######## design 1 ########
Figure 1. Metal layers overlaid (design 1).
Two of the layers only.
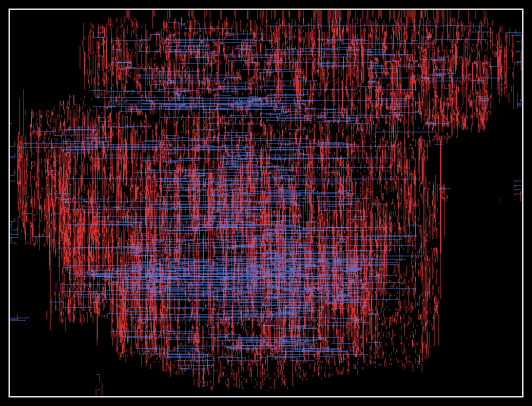

## config.mk

```make
export PLATFORM = sky130hd
export DESIGN_NAME = fft_bfly_pipe
export DESIGN_NICKNAME = d
export VERILOG_FILES = /design/src/rtl/fft_pkg.sv /design/src/rtl/fft_twiddle_rom.sv /design/src/rtl/fft_bfly_pipe.sv
export SDC_FILE = /design/constraint.sdc
export NUM_CORES = 2
export LEC_CHECK = 0
export CAP_MARGIN = 15
export CORE_ASPECT_RATIO = 0.75
export CORE_MARGIN = 4
export CORE_UTILIZATION = 32
export DETAILED_ROUTE_END_ITERATION = 8
export GPL_TIMING_DRIVEN = 0
export PLACE_DENSITY = 0.46
export SYNTH_ARGS = -nofsm -noshare
export SYNTH_HDL_FRONTEND = slang
export SYNTH_HIERARCHICAL = 1
export SYNTH_SLANG_ARGS = --single-unit
```

## constraint.sdc

```tcl
create_clock -name clk -period 20.1 [get_ports clk]
set_clock_uncertainty 0.05 [all_clocks]
set_input_delay 2.01 -clock clk [delete_from_list [all_inputs] [get_ports clk]]
set_output_delay 2.01 -clock clk [all_outputs]
set_load 0.1 [all_outputs]
```

## src/rtl/fft_pkg.sv

```systemverilog
// Shared types and elaboration-time helpers for the radix-2 FFT butterfly datapath.
package fft_pkg;

    typedef struct packed {
        int cos_v;
        int sin_v;
    } tw_pair_t;

    localparam real Pi       = 3.14159265358979323846;
    localparam int  ScaleRnd = 1;

    function automatic int unsigned clog2_f(input int unsigned v);
        return (v <= 1) ? 1 : $clog2(v);
    endfunction

    // Half-LSB bias added before dropping the TW-1 fraction bits of a twiddle product.
    function automatic int prod_rnd_f(input int unsigned tw);
        return 1 << (tw - 2);
    endfunction

    function automatic int round_f(input real x);
        return (x >= 0.0) ? $rtoi(x + 0.5) : -$rtoi(0.5 - x);
    endfunction

    function automatic tw_pair_t tw_rom_f(input int unsigned n, input int unsigned tw,
                                          input int unsigned k);
        real      ang;
        real      amp;
        tw_pair_t p;
        ang     = 2.0 * Pi * real'(k) / real'(n);
        amp     = real'((1 << (tw - 1)) - 1);
        p.cos_v = round_f($cos(ang) * amp);
        p.sin_v = round_f($sin(ang) * amp);
        return p;
    endfunction

endpackage

```

## src/rtl/fft_twiddle_rom.sv

```systemverilog
// Registered twiddle ROM: index -> (cos, sin) in Q1.(TW-1), one-cycle read.
module fft_twiddle_rom import fft_pkg::*; #(
    parameter int unsigned N  = 16,
    parameter int unsigned TW = 16
) (
    input  logic                    clk,
    input  logic                    rst,
    input  logic                    en,
    input  logic [$clog2(N/2)-1:0]  k,
    output logic signed [TW-1:0]    cos_q,
    output logic signed [TW-1:0]    sin_q
);

    logic signed [TW-1:0] cos_tab [N/2];
    logic signed [TW-1:0] sin_tab [N/2];

    for (genvar i = 0; i < N / 2; i++) begin : g_tab
        localparam tw_pair_t P = tw_rom_f(N, TW, i);
        assign cos_tab[i] = TW'(P.cos_v);
        assign sin_tab[i] = TW'(P.sin_v);
    end

    always_ff @(posedge clk) begin
        if (rst) begin
            cos_q <= '0;
            sin_q <= '0;
        end else if (en) begin
            cos_q <= cos_tab[k];
            sin_q <= sin_tab[k];
        end
    end

endmodule

```

## src/rtl/fft_bfly_pipe.sv

```systemverilog
// Three-stage radix-2 DIT butterfly: x0 = a + W^k*b, x1 = a - W^k*b, with
// optional halving, saturation, sticky overflow and valid/ready backpressure.
module fft_bfly_pipe import fft_pkg::*; #(
    parameter int unsigned N    = 16,
    parameter int unsigned W    = 16,
    parameter int unsigned TW   = 16,
    parameter int unsigned TAGW = 8
) (
    input  logic                   clk,
    input  logic                   rst,
    input  logic                   in_valid,
    output logic                   in_ready,
    input  logic [W-1:0]           in_a_re,
    input  logic [W-1:0]           in_a_im,
    input  logic [W-1:0]           in_b_re,
    input  logic [W-1:0]           in_b_im,
    input  logic [$clog2(N/2)-1:0] in_k,
    input  logic                   in_scale,
    input  logic [TAGW-1:0]        in_tag,
    output logic                   out_valid,
    input  logic                   out_ready,
    output logic [W-1:0]           out_x0_re,
    output logic [W-1:0]           out_x0_im,
    output logic [W-1:0]           out_x1_re,
    output logic [W-1:0]           out_x1_im,
    output logic [TAGW-1:0]        out_tag,
    output logic                   ovf,
    input  logic                   clr_ovf
);

    localparam int unsigned KW = clog2_f(N / 2);
    localparam int unsigned PW = W + TW + 1;
    localparam int unsigned SW = W + 2;
    localparam logic signed [SW-1:0] MaxV = {{3{1'b0}}, {(W-1){1'b1}}};
    localparam logic signed [SW-1:0] MinV = {{3{1'b1}}, {(W-1){1'b0}}};

    typedef struct packed {
        logic signed [W-1:0] re;
        logic signed [W-1:0] im;
    } cplx_t;

    logic adv;
    logic acc;

    logic                 v1_q;
    cplx_t                a1_q, b1_q;
    logic                 sc1_q;
    logic [TAGW-1:0]      tag1_q;
    logic signed [TW-1:0] cos1, sin1;

    logic                 v2_q;
    cplx_t                a2_q;
    logic signed [W:0]    g_re2_q, g_im2_q;
    logic                 sc2_q;
    logic [TAGW-1:0]      tag2_q;

    logic signed [PW-1:0] prod_re, prod_im, rnd_re, rnd_im;
    logic signed [SW-1:0] s0_re, s0_im, s1_re, s1_im;
    logic [W:0]           sat0_re, sat0_im, sat1_re, sat1_im;
    logic                 sat_any;

    assign adv      = !(out_valid && !out_ready);
    assign in_ready = adv;
    assign acc      = in_valid && adv;

    fft_twiddle_rom #(
        .N  (N),
        .TW (TW)
    ) u_rom (
        .clk   (clk),
        .rst   (rst),
        .en    (acc),
        .k     (in_k),
        .cos_q (cos1),
        .sin_q (sin1)
    );

    function automatic logic signed [SW-1:0] scale_f(input logic signed [SW-1:0] s,
                                                     input logic sc);
        return sc ? ((s + SW'(ScaleRnd)) >>> 1) : s;
    endfunction

    // MSB flags saturation, low W bits carry the clamped value.
    function automatic logic [W:0] sat_f(input logic signed [SW-1:0] r);
        if (r > MaxV) return {1'b1, MaxV[W-1:0]};
        if (r < MinV) return {1'b1, MinV[W-1:0]};
        return {1'b0, r[W-1:0]};
    endfunction

    always_comb begin
        prod_re = PW'(b1_q.re) * PW'(cos1) + PW'(b1_q.im) * PW'(sin1);
        prod_im = PW'(b1_q.im) * PW'(cos1) - PW'(b1_q.re) * PW'(sin1);
        rnd_re  = (prod_re + PW'(prod_rnd_f(TW))) >>> (TW - 1);
        rnd_im  = (prod_im + PW'(prod_rnd_f(TW))) >>> (TW - 1);
    end

    always_comb begin
        s0_re   = SW'(a2_q.re) + SW'(g_re2_q);
        s0_im   = SW'(a2_q.im) + SW'(g_im2_q);
        s1_re   = SW'(a2_q.re) - SW'(g_re2_q);
        s1_im   = SW'(a2_q.im) - SW'(g_im2_q);
        sat0_re = sat_f(scale_f(s0_re, sc2_q));
        sat0_im = sat_f(scale_f(s0_im, sc2_q));
        sat1_re = sat_f(scale_f(s1_re, sc2_q));
        sat1_im = sat_f(scale_f(s1_im, sc2_q));
        sat_any = sat0_re[W] | sat0_im[W] | sat1_re[W] | sat1_im[W];
    end

    always_ff @(posedge clk) begin
        if (rst) begin
            v1_q      <= 1'b0;
            a1_q      <= '0;
            b1_q      <= '0;
            sc1_q     <= 1'b0;
            tag1_q    <= '0;
            v2_q      <= 1'b0;
            a2_q      <= '0;
            g_re2_q   <= '0;
            g_im2_q   <= '0;
            sc2_q     <= 1'b0;
            tag2_q    <= '0;
            out_valid <= 1'b0;
            out_x0_re <= '0;
            out_x0_im <= '0;
            out_x1_re <= '0;
            out_x1_im <= '0;
            out_tag   <= '0;
            ovf       <= 1'b0;
        end else begin
            if (adv) begin
                v1_q      <= in_valid;
                v2_q      <= v1_q;
                out_valid <= v2_q;
                if (in_valid) begin
                    a1_q   <= '{re: in_a_re, im: in_a_im};
                    b1_q   <= '{re: in_b_re, im: in_b_im};
                    sc1_q  <= in_scale;
                    tag1_q <= in_tag;
                end
                if (v1_q) begin
                    a2_q    <= a1_q;
                    g_re2_q <= rnd_re[W:0];
                    g_im2_q <= rnd_im[W:0];
                    sc2_q   <= sc1_q;
                    tag2_q  <= tag1_q;
                end
                if (v2_q) begin
                    out_x0_re <= sat0_re[W-1:0];
                    out_x0_im <= sat0_im[W-1:0];
                    out_x1_re <= sat1_re[W-1:0];
                    out_x1_im <= sat1_im[W-1:0];
                    out_tag   <= tag2_q;
                end
            end
            // A fresh saturation outranks a simultaneous clear.
            if (adv && v2_q && sat_any) begin
                ovf <= 1'b1;
            end else if (clr_ovf) begin
                ovf <= 1'b0;
            end
        end
    end

    logic unused_kw;
    assign unused_kw = (KW == 0);

endmodule
```

######## design 2 ########
[config.mk]
export PLATFORM = sky130hd
export DESIGN_NAME = line_buffer_scheduler_flat
export DESIGN_NICKNAME = d
export VERILOG_FILES = /design/src/rtl/line_buffer_scheduler_if.sv /design/src/rtl/line_buffer_scheduler.sv /design/src/flat_wrapper.sv
export SDC_FILE = /design/constraint.sdc
export NUM_CORES = 1
export LEC_CHECK = 0
export ABC_AREA = 1
export CAP_MARGIN = 20
export CORE_MARGIN = 3
export CORE_UTILIZATION = 55
export CTS_BUF_LIST = sky130_fd_sc_hd__clkbuf_8
export CTS_CLUSTER_SIZE = 25
export DETAILED_ROUTE_END_ITERATION = 12
export DONT_BUFFER_PORTS = 1
export HOLD_SLACK_MARGIN = 0.15
export PLACE_DENSITY = 0.7
export SKIP_LAST_GASP = 1
export SYNTH_ARGS = -nofsm -noshare
export SYNTH_HDL_FRONTEND = slang
export SYNTH_SLANG_ARGS = --single-unit
[constraint.sdc]
create_clock -name I_rgb_clk -period 3.9 [get_ports I_rgb_clk]
set_input_delay 0.78 -clock I_rgb_clk [delete_from_list [all_inputs] [get_ports I_rgb_clk]]
set_output_delay 0.78 -clock I_rgb_clk [all_outputs]
set_load 0.02 [all_outputs]
[src/rtl/line_buffer_scheduler_if.sv]
// Bundles the line-buffer scheduler's control and status signals.
// Purpose : one bundle between the input logic / buffer / reader and the
//           scheduler. Clock and reset stay plain ports on the scheduler.
// Modports: master - the input logic side. It drives the I_* pulses and levels
//                    and observes the O_* block selects and status.
//           slave  - the scheduler. It samples I_* and drives O_*.
// Optional: LINE_SCHED_STATS_EN adds O_drop_count and O_max_fill.
interface line_buffer_scheduler_if #(
  parameter int BLOCK_COUNT = 2,
  parameter int MAX_HEIGHT  = 1080
);
  localparam int BLK_W  = (BLOCK_COUNT > 1) ? $clog2(BLOCK_COUNT) : 1;
  localparam int ROW_W  = $clog2(MAX_HEIGHT);
  localparam int FILL_W = $clog2(BLOCK_COUNT) + 1;

  logic              I_image_valid;
  logic              I_frame_start;
  logic              I_swap_trigger;
  logic              I_read_done;
  logic [BLK_W-1:0]  O_write_block;
  logic [BLK_W-1:0]  O_read_block;
  logic [ROW_W-1:0]  O_read_row;
  logic              O_read_valid;
  logic [FILL_W-1:0] O_fill;
  logic              O_line_dropped;
  logic              O_active;
`ifdef LINE_SCHED_STATS_EN
  logic [15:0]       O_drop_count;
  logic [FILL_W-1:0] O_max_fill;
`endif

  modport master (
    output I_image_valid, I_frame_start, I_swap_trigger, I_read_done,
    input  O_write_block, O_read_block, O_read_row, O_read_valid, O_fill,
           O_line_dropped, O_active
`ifdef LINE_SCHED_STATS_EN
    , input O_drop_count, O_max_fill
`endif
  );

  modport slave (
    input  I_image_valid, I_frame_start, I_swap_trigger, I_read_done,
    output O_write_block, O_read_block, O_read_row, O_read_valid, O_fill,
           O_line_dropped, O_active
`ifdef LINE_SCHED_STATS_EN
    , output O_drop_count, O_max_fill
`endif
  );
endinterface

[src/rtl/line_buffer_scheduler.sv]
// Hands the BLOCK_COUNT line-buffer blocks between the HDMI input writer and
// the matrix output reader.
// Purpose : each completed input line is committed from the writer's block
//           into a FIFO of full blocks. Each full block carries the image row
//           it holds. When no free block exists, the line is dropped and the
//           writer refills the same block.
// Ports   : I_rgb_clk - clock for all logic
//           I_rst_n   - asynchronous, active-low reset
//           bus       - line_buffer_scheduler_if.slave with these signals:
//                       I_image_valid, I_frame_start, I_swap_trigger, I_read_done
//                       O_write_block, O_read_block, O_read_row, O_read_valid,
//                       O_fill, O_line_dropped, O_active
//                       (O_drop_count and O_max_fill with LINE_SCHED_STATS_EN)
// Optional: define LINE_SCHED_STATS_EN for the drop counter and the fill
//           high-water mark.
module line_buffer_scheduler #(
  parameter int BLOCK_COUNT = 2,
  parameter int MAX_HEIGHT  = 1080,
  parameter int BLK_W       = (BLOCK_COUNT > 1) ? $clog2(BLOCK_COUNT) : 1
) (
  input  logic                    I_rgb_clk,
  input  logic                    I_rst_n,
  line_buffer_scheduler_if.slave  bus
);
  localparam int ROW_W  = $clog2(MAX_HEIGHT);
  localparam int FILL_W = $clog2(BLOCK_COUNT) + 1;
  localparam logic [BLK_W-1:0]  LAST_BLK  = BLK_W'(BLOCK_COUNT - 1);
  localparam logic [FILL_W-1:0] FILL_LAST = FILL_W'(BLOCK_COUNT - 1);
  localparam logic [ROW_W-1:0]  ROW_LAST  = ROW_W'(MAX_HEIGHT - 1);

  typedef enum logic [0:0] {WAIT_FRAME, RUN} state_t;

  // Explicit wrap so that block counts which are not a power of two work.
  function automatic logic [BLK_W-1:0] nxt_blk(input logic [BLK_W-1:0] p);
    return (p == LAST_BLK) ? '0 : p + BLK_W'(1);
  endfunction

  function automatic logic [ROW_W-1:0] sat_row(input logic [ROW_W-1:0] r);
    return (r == ROW_LAST) ? r : r + ROW_W'(1);
  endfunction

  state_t             state_q, state_d;
  logic [BLK_W-1:0]   wp_q, wp_d, rp_q, rp_d;
  logic [FILL_W-1:0]  fill_q, fill_d;
  logic [ROW_W-1:0]   row_q, row_d;
  logic [ROW_W-1:0]   tags_q [BLOCK_COUNT];
  logic [ROW_W-1:0]   tags_d [BLOCK_COUNT];
  logic               drop_d, sw_ok, rd_ok;
  logic [ROW_W-1:0]   read_row_q;
  logic               read_valid_q, drop_q, active_q;

  always_comb begin
    state_d = state_q;
    wp_d    = wp_q;
    rp_d    = rp_q;
    fill_d  = fill_q;
    row_d   = row_q;
    tags_d  = tags_q;
    drop_d  = 1'b0;
    sw_ok   = 1'b0;
    rd_ok   = 1'b0;
    case (state_q)
      WAIT_FRAME: begin
        if (bus.I_frame_start && bus.I_image_valid) begin
          state_d = RUN;
          row_d   = '0;
        end
      end
      RUN: begin
        if (!bus.I_image_valid) begin
          // Abort: drop everything queued. The writer keeps its block.
          state_d = WAIT_FRAME;
          fill_d  = '0;
          rp_d    = wp_q;
        end else begin
          rd_ok = bus.I_read_done && (fill_q != '0);
          // When the queue is full, a swap is accepted only if a block is released in the same cycle.
          sw_ok  = bus.I_swap_trigger && ((fill_q < FILL_LAST) || rd_ok);
          drop_d = bus.I_swap_trigger && !sw_ok;
          if (sw_ok) begin
            tags_d[wp_q] = row_q;
            wp_d         = nxt_blk(wp_q);
          end
          if (rd_ok) rp_d = nxt_blk(rp_q);
          case ({sw_ok, rd_ok})
            2'b10:   fill_d = fill_q + FILL_W'(1);
            2'b01:   fill_d = fill_q - FILL_W'(1);
            default: fill_d = fill_q;
          endcase
          if (bus.I_swap_trigger) row_d = sat_row(row_q);
          // A frame start takes priority, so a coincident swap leaves the counter at 0.
          if (bus.I_frame_start) row_d = '0;
        end
      end
      default: state_d = WAIT_FRAME;
    endcase
  end

  // Register stage: all state and all outputs.
  always_ff @(posedge I_rgb_clk or negedge I_rst_n) begin
    if (!I_rst_n) begin
      state_q      <= WAIT_FRAME;
      wp_q         <= '0;
      rp_q         <= '0;
      fill_q       <= '0;
      row_q        <= '0;
      read_row_q   <= '0;
      read_valid_q <= 1'b0;
      drop_q       <= 1'b0;
      active_q     <= 1'b0;
      for (int i = 0; i < BLOCK_COUNT; i++) tags_q[i] <= '0;
    end else begin
      state_q      <= state_d;
      wp_q         <= wp_d;
      rp_q         <= rp_d;
      fill_q       <= fill_d;
      row_q        <= row_d;
      tags_q       <= tags_d;
      read_row_q   <= tags_d[rp_d];
      read_valid_q <= (fill_d != '0);
      drop_q       <= drop_d;
      active_q     <= (state_d == RUN);
    end
  end

  assign bus.O_write_block  = wp_q;
  assign bus.O_read_block   = rp_q;
  assign bus.O_read_row     = read_row_q;
  assign bus.O_read_valid   = read_valid_q;
  assign bus.O_fill         = fill_q;
  assign bus.O_line_dropped = drop_q;
  assign bus.O_active       = active_q;

`ifdef LINE_SCHED_STATS_EN
  logic [15:0]       drop_cnt_q;
  logic [FILL_W-1:0] max_fill_q;

  always_ff @(posedge I_rgb_clk or negedge I_rst_n) begin
    if (!I_rst_n) begin
      drop_cnt_q <= '0;
      max_fill_q <= '0;
    end else begin
      if (bus.I_frame_start)                      drop_cnt_q <= '0;
      else if (drop_d && (drop_cnt_q != 16'hFFFF)) drop_cnt_q <= drop_cnt_q + 16'd1;
      if (fill_d > max_fill_q) max_fill_q <= fill_d;
    end
  end

  assign bus.O_drop_count = drop_cnt_q;
  assign bus.O_max_fill   = max_fill_q;
`endif
endmodule

[src/flat_wrapper.sv]
// flat-port wrapper written by rule: the top's interface ports become plain ports
module line_buffer_scheduler_flat 
#(
  parameter int BLOCK_COUNT = 2,
  parameter int MAX_HEIGHT  = 1080,
  parameter int BLK_W       = (BLOCK_COUNT > 1) ? $clog2(BLOCK_COUNT) : 1
)
  (I_rgb_clk, I_rst_n, bus_I_image_valid, bus_I_frame_start, bus_I_swap_trigger, bus_I_read_done, bus_O_write_block, bus_O_read_block, bus_O_read_row, bus_O_read_valid, bus_O_fill, bus_O_line_dropped, bus_O_active);
  line_buffer_scheduler_if #(.BLOCK_COUNT(BLOCK_COUNT), .MAX_HEIGHT(MAX_HEIGHT)) bus_i ();
  input  logic I_rgb_clk;
  input  logic I_rst_n;
  input wire logic [$bits(bus_i.I_image_valid)-1:0] bus_I_image_valid;
  input wire logic [$bits(bus_i.I_frame_start)-1:0] bus_I_frame_start;
  input wire logic [$bits(bus_i.I_swap_trigger)-1:0] bus_I_swap_trigger;
  input wire logic [$bits(bus_i.I_read_done)-1:0] bus_I_read_done;
  output wire logic [$bits(bus_i.O_write_block)-1:0] bus_O_write_block;
  output wire logic [$bits(bus_i.O_read_block)-1:0] bus_O_read_block;
  output wire logic [$bits(bus_i.O_read_row)-1:0] bus_O_read_row;
  output wire logic [$bits(bus_i.O_read_valid)-1:0] bus_O_read_valid;
  output wire logic [$bits(bus_i.O_fill)-1:0] bus_O_fill;
  output wire logic [$bits(bus_i.O_line_dropped)-1:0] bus_O_line_dropped;
  output wire logic [$bits(bus_i.O_active)-1:0] bus_O_active;
  assign bus_i.I_image_valid = bus_I_image_valid;
  assign bus_i.I_frame_start = bus_I_frame_start;
  assign bus_i.I_swap_trigger = bus_I_swap_trigger;
  assign bus_i.I_read_done = bus_I_read_done;
  assign bus_O_write_block = bus_i.O_write_block;
  assign bus_O_read_block = bus_i.O_read_block;
  assign bus_O_read_row = bus_i.O_read_row;
  assign bus_O_read_valid = bus_i.O_read_valid;
  assign bus_O_fill = bus_i.O_fill;
  assign bus_O_line_dropped = bus_i.O_line_dropped;
  assign bus_O_active = bus_i.O_active;
  line_buffer_scheduler #(.BLOCK_COUNT(BLOCK_COUNT), .MAX_HEIGHT(MAX_HEIGHT), .BLK_W(BLK_W)) u_core (.I_rgb_clk(I_rgb_clk), .I_rst_n(I_rst_n), .bus(bus_i));
endmodule
Figure 2. Signal metal coverage by tile (design 2).
The die is cut into 15 by 15 equal tiles; dark purple is low, yellow is high, scaled to the fullest tile. Values are wire area over tile area, all layers added.
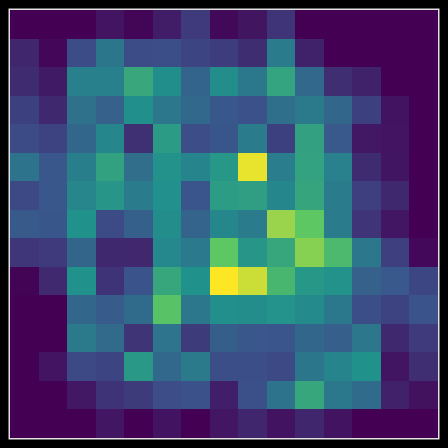
14% of the tiles are over half the peak. The mean over all tiles is 0.13. The emptiest ninth of the die: north-east. The fullest tile reaches 0.47.

==> ci_impl_report.md, design 2 <==
### Flow metrics

| Metric | Value |
|---|---|
| Area share, top type | 50.4% |
| Grt met2 use | 28.7% |
| Most numerous logic cells after layout | nand2_1, dfrtp_1, inv_1, nand3_1, o21ai_2 |
| Critical setup path kind | reg2reg |
| Setup bufs post-CTS | 0 |
| Die y size | 73.9 um |
| Antenna Nets Post-Route | 0 |
| N_diodes | 0 |
| Clock share of power | 24.7% |
| Vias | 1764 |
| Pin count of the biggest net entering global routing | 52 |
| Pins Over Slew Limit | 0 |
| Layout clock area frac | 3.40% |
| Tool warnings | 26 |
| Die ar. | 5460 sq um |
| Logic inverters | 34 |
| Core Util, Final | 59.3% |
| Clk buf depth | 2 |
| Width of the die | 73.9 um |
| Outcome | complete, no violations |
| Tot GR Track Use | 18.5% |
## design 2: path summary, 6_finish.rpt
kind / to / cells past startpoint / start / slack [ns]
max: u_core.bus.O_read_row[5] / 8 / u_core.bus.O_fill[0] / 2.07
min in group I_rgb_clk: u_core.tags_q[13] / 2 / u_core.tags_q[13] / 0.48
max in group asynchronous: u_core.bus.O_read_block / 1 / I_rst_n / 3.35
min reg2reg: u_core.tags_q[13] / 2 / u_core.tags_q[13] / 0.48
max reg2reg: u_core.bus.O_read_row[5] / 8 / u_core.bus.O_fill[0] / 2.07
min: u_core.row_q[10] / 1 / I_rst_n / 0.31
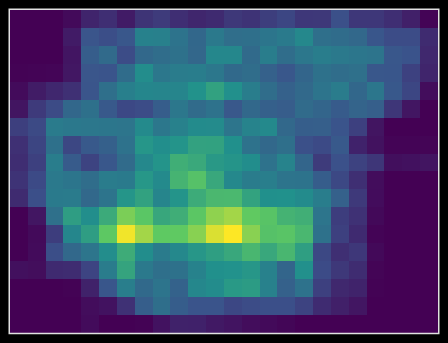
Figure 3: design 1, signal metal coverage by tile.
The die is cut into 24 by 18 equal tiles; dark purple is low, yellow is high, scaled to the fullest tile. Values are wire area over tile area, all layers added.
The fullest tile reaches 0.82. The mean over all tiles is 0.23. The densest ninth of the die: center.

## Picture notes: Figure 1
Key: M2 = red [wire length 88.8 mm]; M3 = blue [wire length 30.2 mm]

==> ci_impl_report.md, design 1 <==
### Flow metrics

| Metric | Value |
|---|---|
| Outcome | complete, no violations |
| CP max FO | 14 |
| Placement Cell Area | 59000 sq um |
| Leak pwr | 27.6 nW |
| Floorplan Nets | 7827 |
| Non-clock buffers | 525 |
| Layout clock area frac | 1.65% |
| Top Ports | 156 |
| Metal-1 WL | 116000 um |
| Seq. pwr | 588 uW |
| Fmax achieved | 0.0865 GHz |
| Post-synthesis instance total | 6217 |
| P_clk | 572 uW |
| Row count | 130 |
| Syn. warnings | 6 |
| Core Util, Final | 35.8% |
| MaxCap Viol Count | 0 |
| VDD IR-drop max | 327 uV |
| Final Non-Filler Cells | 8726 |
| Worst Setup SP | b1_q[15] |
| CTS resizes | 0 |
| Avg Cell Area, Syn | 8.72 sq um |
| Switching Share | 60.1% |
| Root buf cell | clkbuf_16 |
| Setup bufs post-CTS | 0 |
| Worst setup path end | g_re2_q[13] |
| Relative slew slack | 6.51% |
| Clock share of power | 7.7% |
| WL met3 | 30200 um |
| Tightest Hold Check Type | reg2reg |
| Worst r2r dst | g_re2_q[13] |
| Share of post-route cells with drive strength above 1 | 2.91% |
| H-tree Lvls | 1 |
| Latency at later pin | 0.66 ns |
| Grt met2 use | 35.1% |
| Vias in the first global route | 45400 |
| Met1 usage | 41.9% |
| Post-synth EDFFs | 0 |
| Initial DRC count | 4785 |
| Slew @ Worst Pin | 1.40 ns |
| Largest Pwr Group | combinational logic |
| Endpoints failing hold | 0 |
| Overall power | 7.47 mW |
| First-pass GRT wire length | 340000 um |
| Combinational share of cell area | 71.3% |
| Gpl congestion | 1.03 |
| Grt ovf | 0 |
| Dpl cells | 8640 |
| Adder-Cell Fraction of Synth Area | 51.3% |
| Cell Int Power | 2.98 mW |
| Unique cell types | 97 |
| Met3 GRT Util | 9.65% |
| Placement-stage worst setup slack | 8.79 ns |
| Combinational group share of total power | 84.5% |
| Mux share | 0.192% |
| Area reported by Yosys stat | 54200 sq um |
[design 1: critical path, stage by stage, from the launching register on]
cell	delay [ns]
dfxtp_1	0.59
clkbuf_1	0.75
nand2_1	0.83
inv_1	0.49
fa_1	0.48
inv_1	0.12
fa_1	0.45
fa_1	0.54
fa_1	0.46
fa_1	0.89
fa_1	0.53
fa_1	0.47
fa_1	0.49
inv_1	0.04
ha_1	0.31
a21oi_1	0.10
a211o_1	0.29
o21ai_0	0.61
nand4_1	0.79
o31ai_1	0.84
o21a_1	0.31
nor2_1	0.16
or4_1	0.52
o311ai_0	0.22

## Gallery

The clock network.
panel A
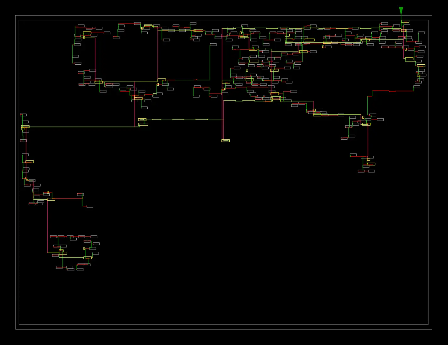
panel B
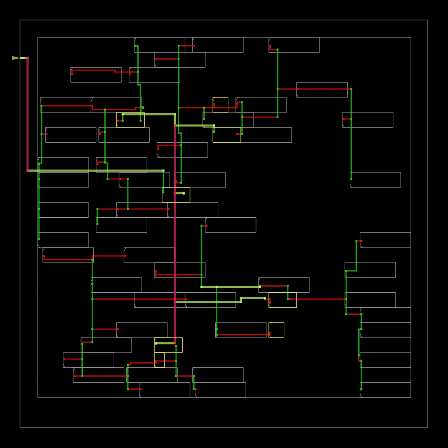
The one with the most sequential cells is panel A.
panel A: design 1
panel B: design 2


######## design 3 ########
Figure 4. Signal metal coverage by tile (design 3).
The die is cut into 37 by 20 equal tiles; dark purple is low, yellow is high, scaled to the fullest tile. Values are wire area over tile area, all layers added.
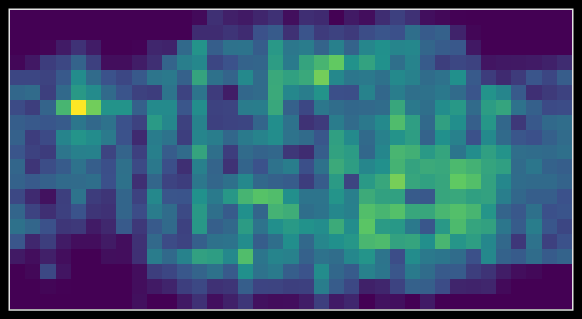
## config.mk

```make
export PLATFORM = sky130hd
export DESIGN_NAME = alu_result_stage
export DESIGN_NICKNAME = d
export VERILOG_FILES = /design/src/rtl/alu_result_stage.sv
export SDC_FILE = /design/constraint.sdc
export NUM_CORES = 1
export LEC_CHECK = 0
export CELL_PAD_IN_SITES_DETAIL_PLACEMENT = 2
export CELL_PAD_IN_SITES_GLOBAL_PLACEMENT = 2
export CORE_AREA = 3 3 183 96
export DETAILED_ROUTE_END_ITERATION = 7
export DIE_AREA = 0 0 186 99
export GPL_ROUTABILITY_DRIVEN = 0
export HOLD_SLACK_MARGIN = 0.12
export PLACE_DENSITY = 0.81
export SYNTH_ARGS = -nofsm -noshare
export SYNTH_HDL_FRONTEND = slang
export SYNTH_SLANG_ARGS = --single-unit
```

## constraint.sdc

```tcl
create_clock -name clk -period 1.5 [get_ports clk]
set_clock_uncertainty 0.1 [all_clocks]
set_input_delay 0.3 -clock clk [delete_from_list [all_inputs] [get_ports clk]]
set_output_delay 0.3 -clock clk [all_outputs]
set_load 0.005 [all_outputs]
```

## src/rtl/alu_result_stage.sv

```systemverilog
// ALU result stage: Z capture, zero/neg flags, bus drive and
// two-beat LO/HI writeback for multiply/divide results.
module alu_result_stage #(
  parameter int BITS      = 32,
  parameter int SIG_COUNT = 12
) (
  input  logic                   clk,
  input  logic                   clr,
  input  logic [SIG_COUNT-1:0]   ctrl_signal,
  input  logic [2*BITS-1:0]      operationResult,
  input  logic                   Zin,
  output logic                   in_ready,
  input  logic                   ZLowout,
  input  logic                   ZHighout,
  output logic [BITS-1:0]        bus_out,
  output logic                   zero_flag,
  output logic                   neg_flag,
  output logic                   wb_valid,
  input  logic                   wb_ready,
  output logic                   wb_sel,
  output logic [BITS-1:0]        wb_data,
  output logic                   busy
);

  localparam logic [1:0] IDLE  = 2'd0;
  localparam logic [1:0] HOLD  = 2'd1;
  localparam logic [1:0] WB_LO = 2'd2;
  localparam logic [1:0] WB_HI = 2'd3;

  localparam logic [SIG_COUNT-1:0] OP_MUL = SIG_COUNT'(4);
  localparam logic [SIG_COUNT-1:0] OP_DIV = SIG_COUNT'(8);

  logic [1:0]        state;
  logic [1:0]        state_nx;
  logic [2*BITS-1:0] z;
  logic              is_mul;
  logic              wide;
  logic              cap;
  logic              zf_nx;
  logic              nf_nx;

  assign is_mul = (ctrl_signal == OP_MUL);
  assign wide   = is_mul || (ctrl_signal == OP_DIV);
  assign cap    = Zin && in_ready;

  // Divide keeps the quotient in the low half, so only multiply
  // looks at the full-width result.
  always_comb begin
    zf_nx = (operationResult[BITS-1:0] == '0);
    nf_nx = operationResult[BITS-1];
    if (is_mul) begin
      zf_nx = (operationResult == '0);
      nf_nx = operationResult[2*BITS-1];
    end
  end

  always_comb begin
    state_nx = state;
    unique case (state)
      IDLE, HOLD: if (cap) state_nx = wide ? WB_LO : HOLD;
      WB_LO:      if (wb_ready) state_nx = WB_HI;
      WB_HI:      if (wb_ready) state_nx = HOLD;
      default:    state_nx = IDLE;
    endcase
  end

  always_ff @(posedge clk) begin
    if (clr) begin
      state     <= IDLE;
      z         <= '0;
      zero_flag <= 1'b0;
      neg_flag  <= 1'b0;
    end else begin
      state <= state_nx;
      if (cap) begin
        z         <= operationResult;
        zero_flag <= zf_nx;
        neg_flag  <= nf_nx;
      end
    end
  end

  assign busy     = (state == WB_LO) || (state == WB_HI);
  assign in_ready = !busy;
  assign wb_valid = busy;
  assign wb_sel   = (state == WB_HI);

  always_comb begin
    wb_data = '0;
    if (state == WB_LO) wb_data = z[BITS-1:0];
    if (state == WB_HI) wb_data = z[2*BITS-1:BITS];
  end

  always_comb begin
    bus_out = '0;
    if (ZLowout)       bus_out = z[BITS-1:0];
    else if (ZHighout) bus_out = z[2*BITS-1:BITS];
  end

endmodule

```

==> ci_impl_report.md <==
### Flow metrics

| Metric | Value |
|---|---|
| Non-clock buffers | 259 |
| Failing checks | setup timing |
| Tot GR Track Use | 22.0% |
| Critical setup path kind | reg2out |
| Grt ovf | 0 |
| Post-synth EDFFs | 0 |
| Outcome | finished with violations |
| Worst setup path end | wb_data[31] |
| Endpoints failing hold | 0 |
| Combinational group share of total power | 24.8% |
| Seq. cell area | 1440 sq um |
| Post-layout period usage | 128% |
| Tapcell count | 210 |
| Worst r2r dst | z[45] |
| Buffers added on ports | 151 |
| Placement Cell Area | 5690 sq um |
| CP max stage delay | 0.38 ns |
| Final setup viols | 55 |
| Hold path cells | 3 |
| Max reg flops | 64 |
| Setup slack after layout | -0.419 ns |
| Sequential share of power | 37.4% |
## Picture notes: Figure 4
15% of the tiles are over half the peak. The fullest tile reaches 0.71. 13% of the tiles are nearly empty. The densest ninth of the die: east.

[repair_timing]
item	CTS	global route
hold buffers	0	0
setup buffers	14	11
setup endpoints to repair	74	114
resized	419	160
pin swaps	50	81
endpoints found under the hold margin	0	0
gates cloned	9	8
[tightest hold or removal path, cell delays in order]
cell and delay [ns]:
dlymetal6s2s_1 0.16, nand2_1 0.08, a21oi_1 0.05
[logic make-up after synthesis]
group | count (synthesis) | share of synthesized area, %
simple gates | 261 | 30.5
compound gates | 102 | 15.0
flops | 68 | 38.8
buf+inv | 44 | 5.96
mux | 33 | 9.42
xor+xnor | 1 | 0.250


==> screenshots <==
Local utilization.
(a)
The bar under the picture is 100 um long. The die is cut into 24 by 18 equal tiles; dark purple is low, yellow is high, 0 to 100% covered.
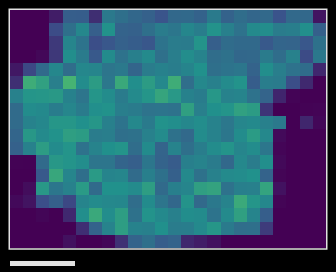
(b)
The bar under the picture is 20 um long. The die is cut into 7 by 7 equal tiles; dark purple is low, yellow is high, 0 to 100% covered.
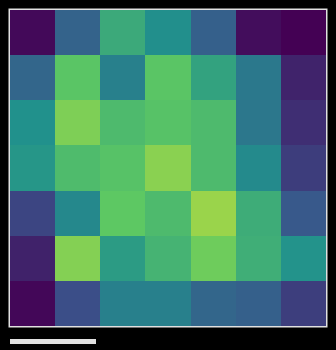
(c)
The bar under the picture is 50 um long. The die is cut into 19 by 10 equal tiles; dark purple is low, yellow is high, 0 to 100% covered.
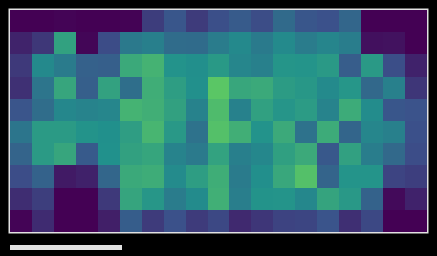
- highest utilization: (b)
- largest die: (a)
(c): design 3
(b): design 2
(a): design 1

Key to (c):
The fullest tile reaches 74%. 9.5% of the tiles are nearly empty. The densest ninth of the die: center.

Power figures rest on the tool's default switching activity, not on a simulated workload.
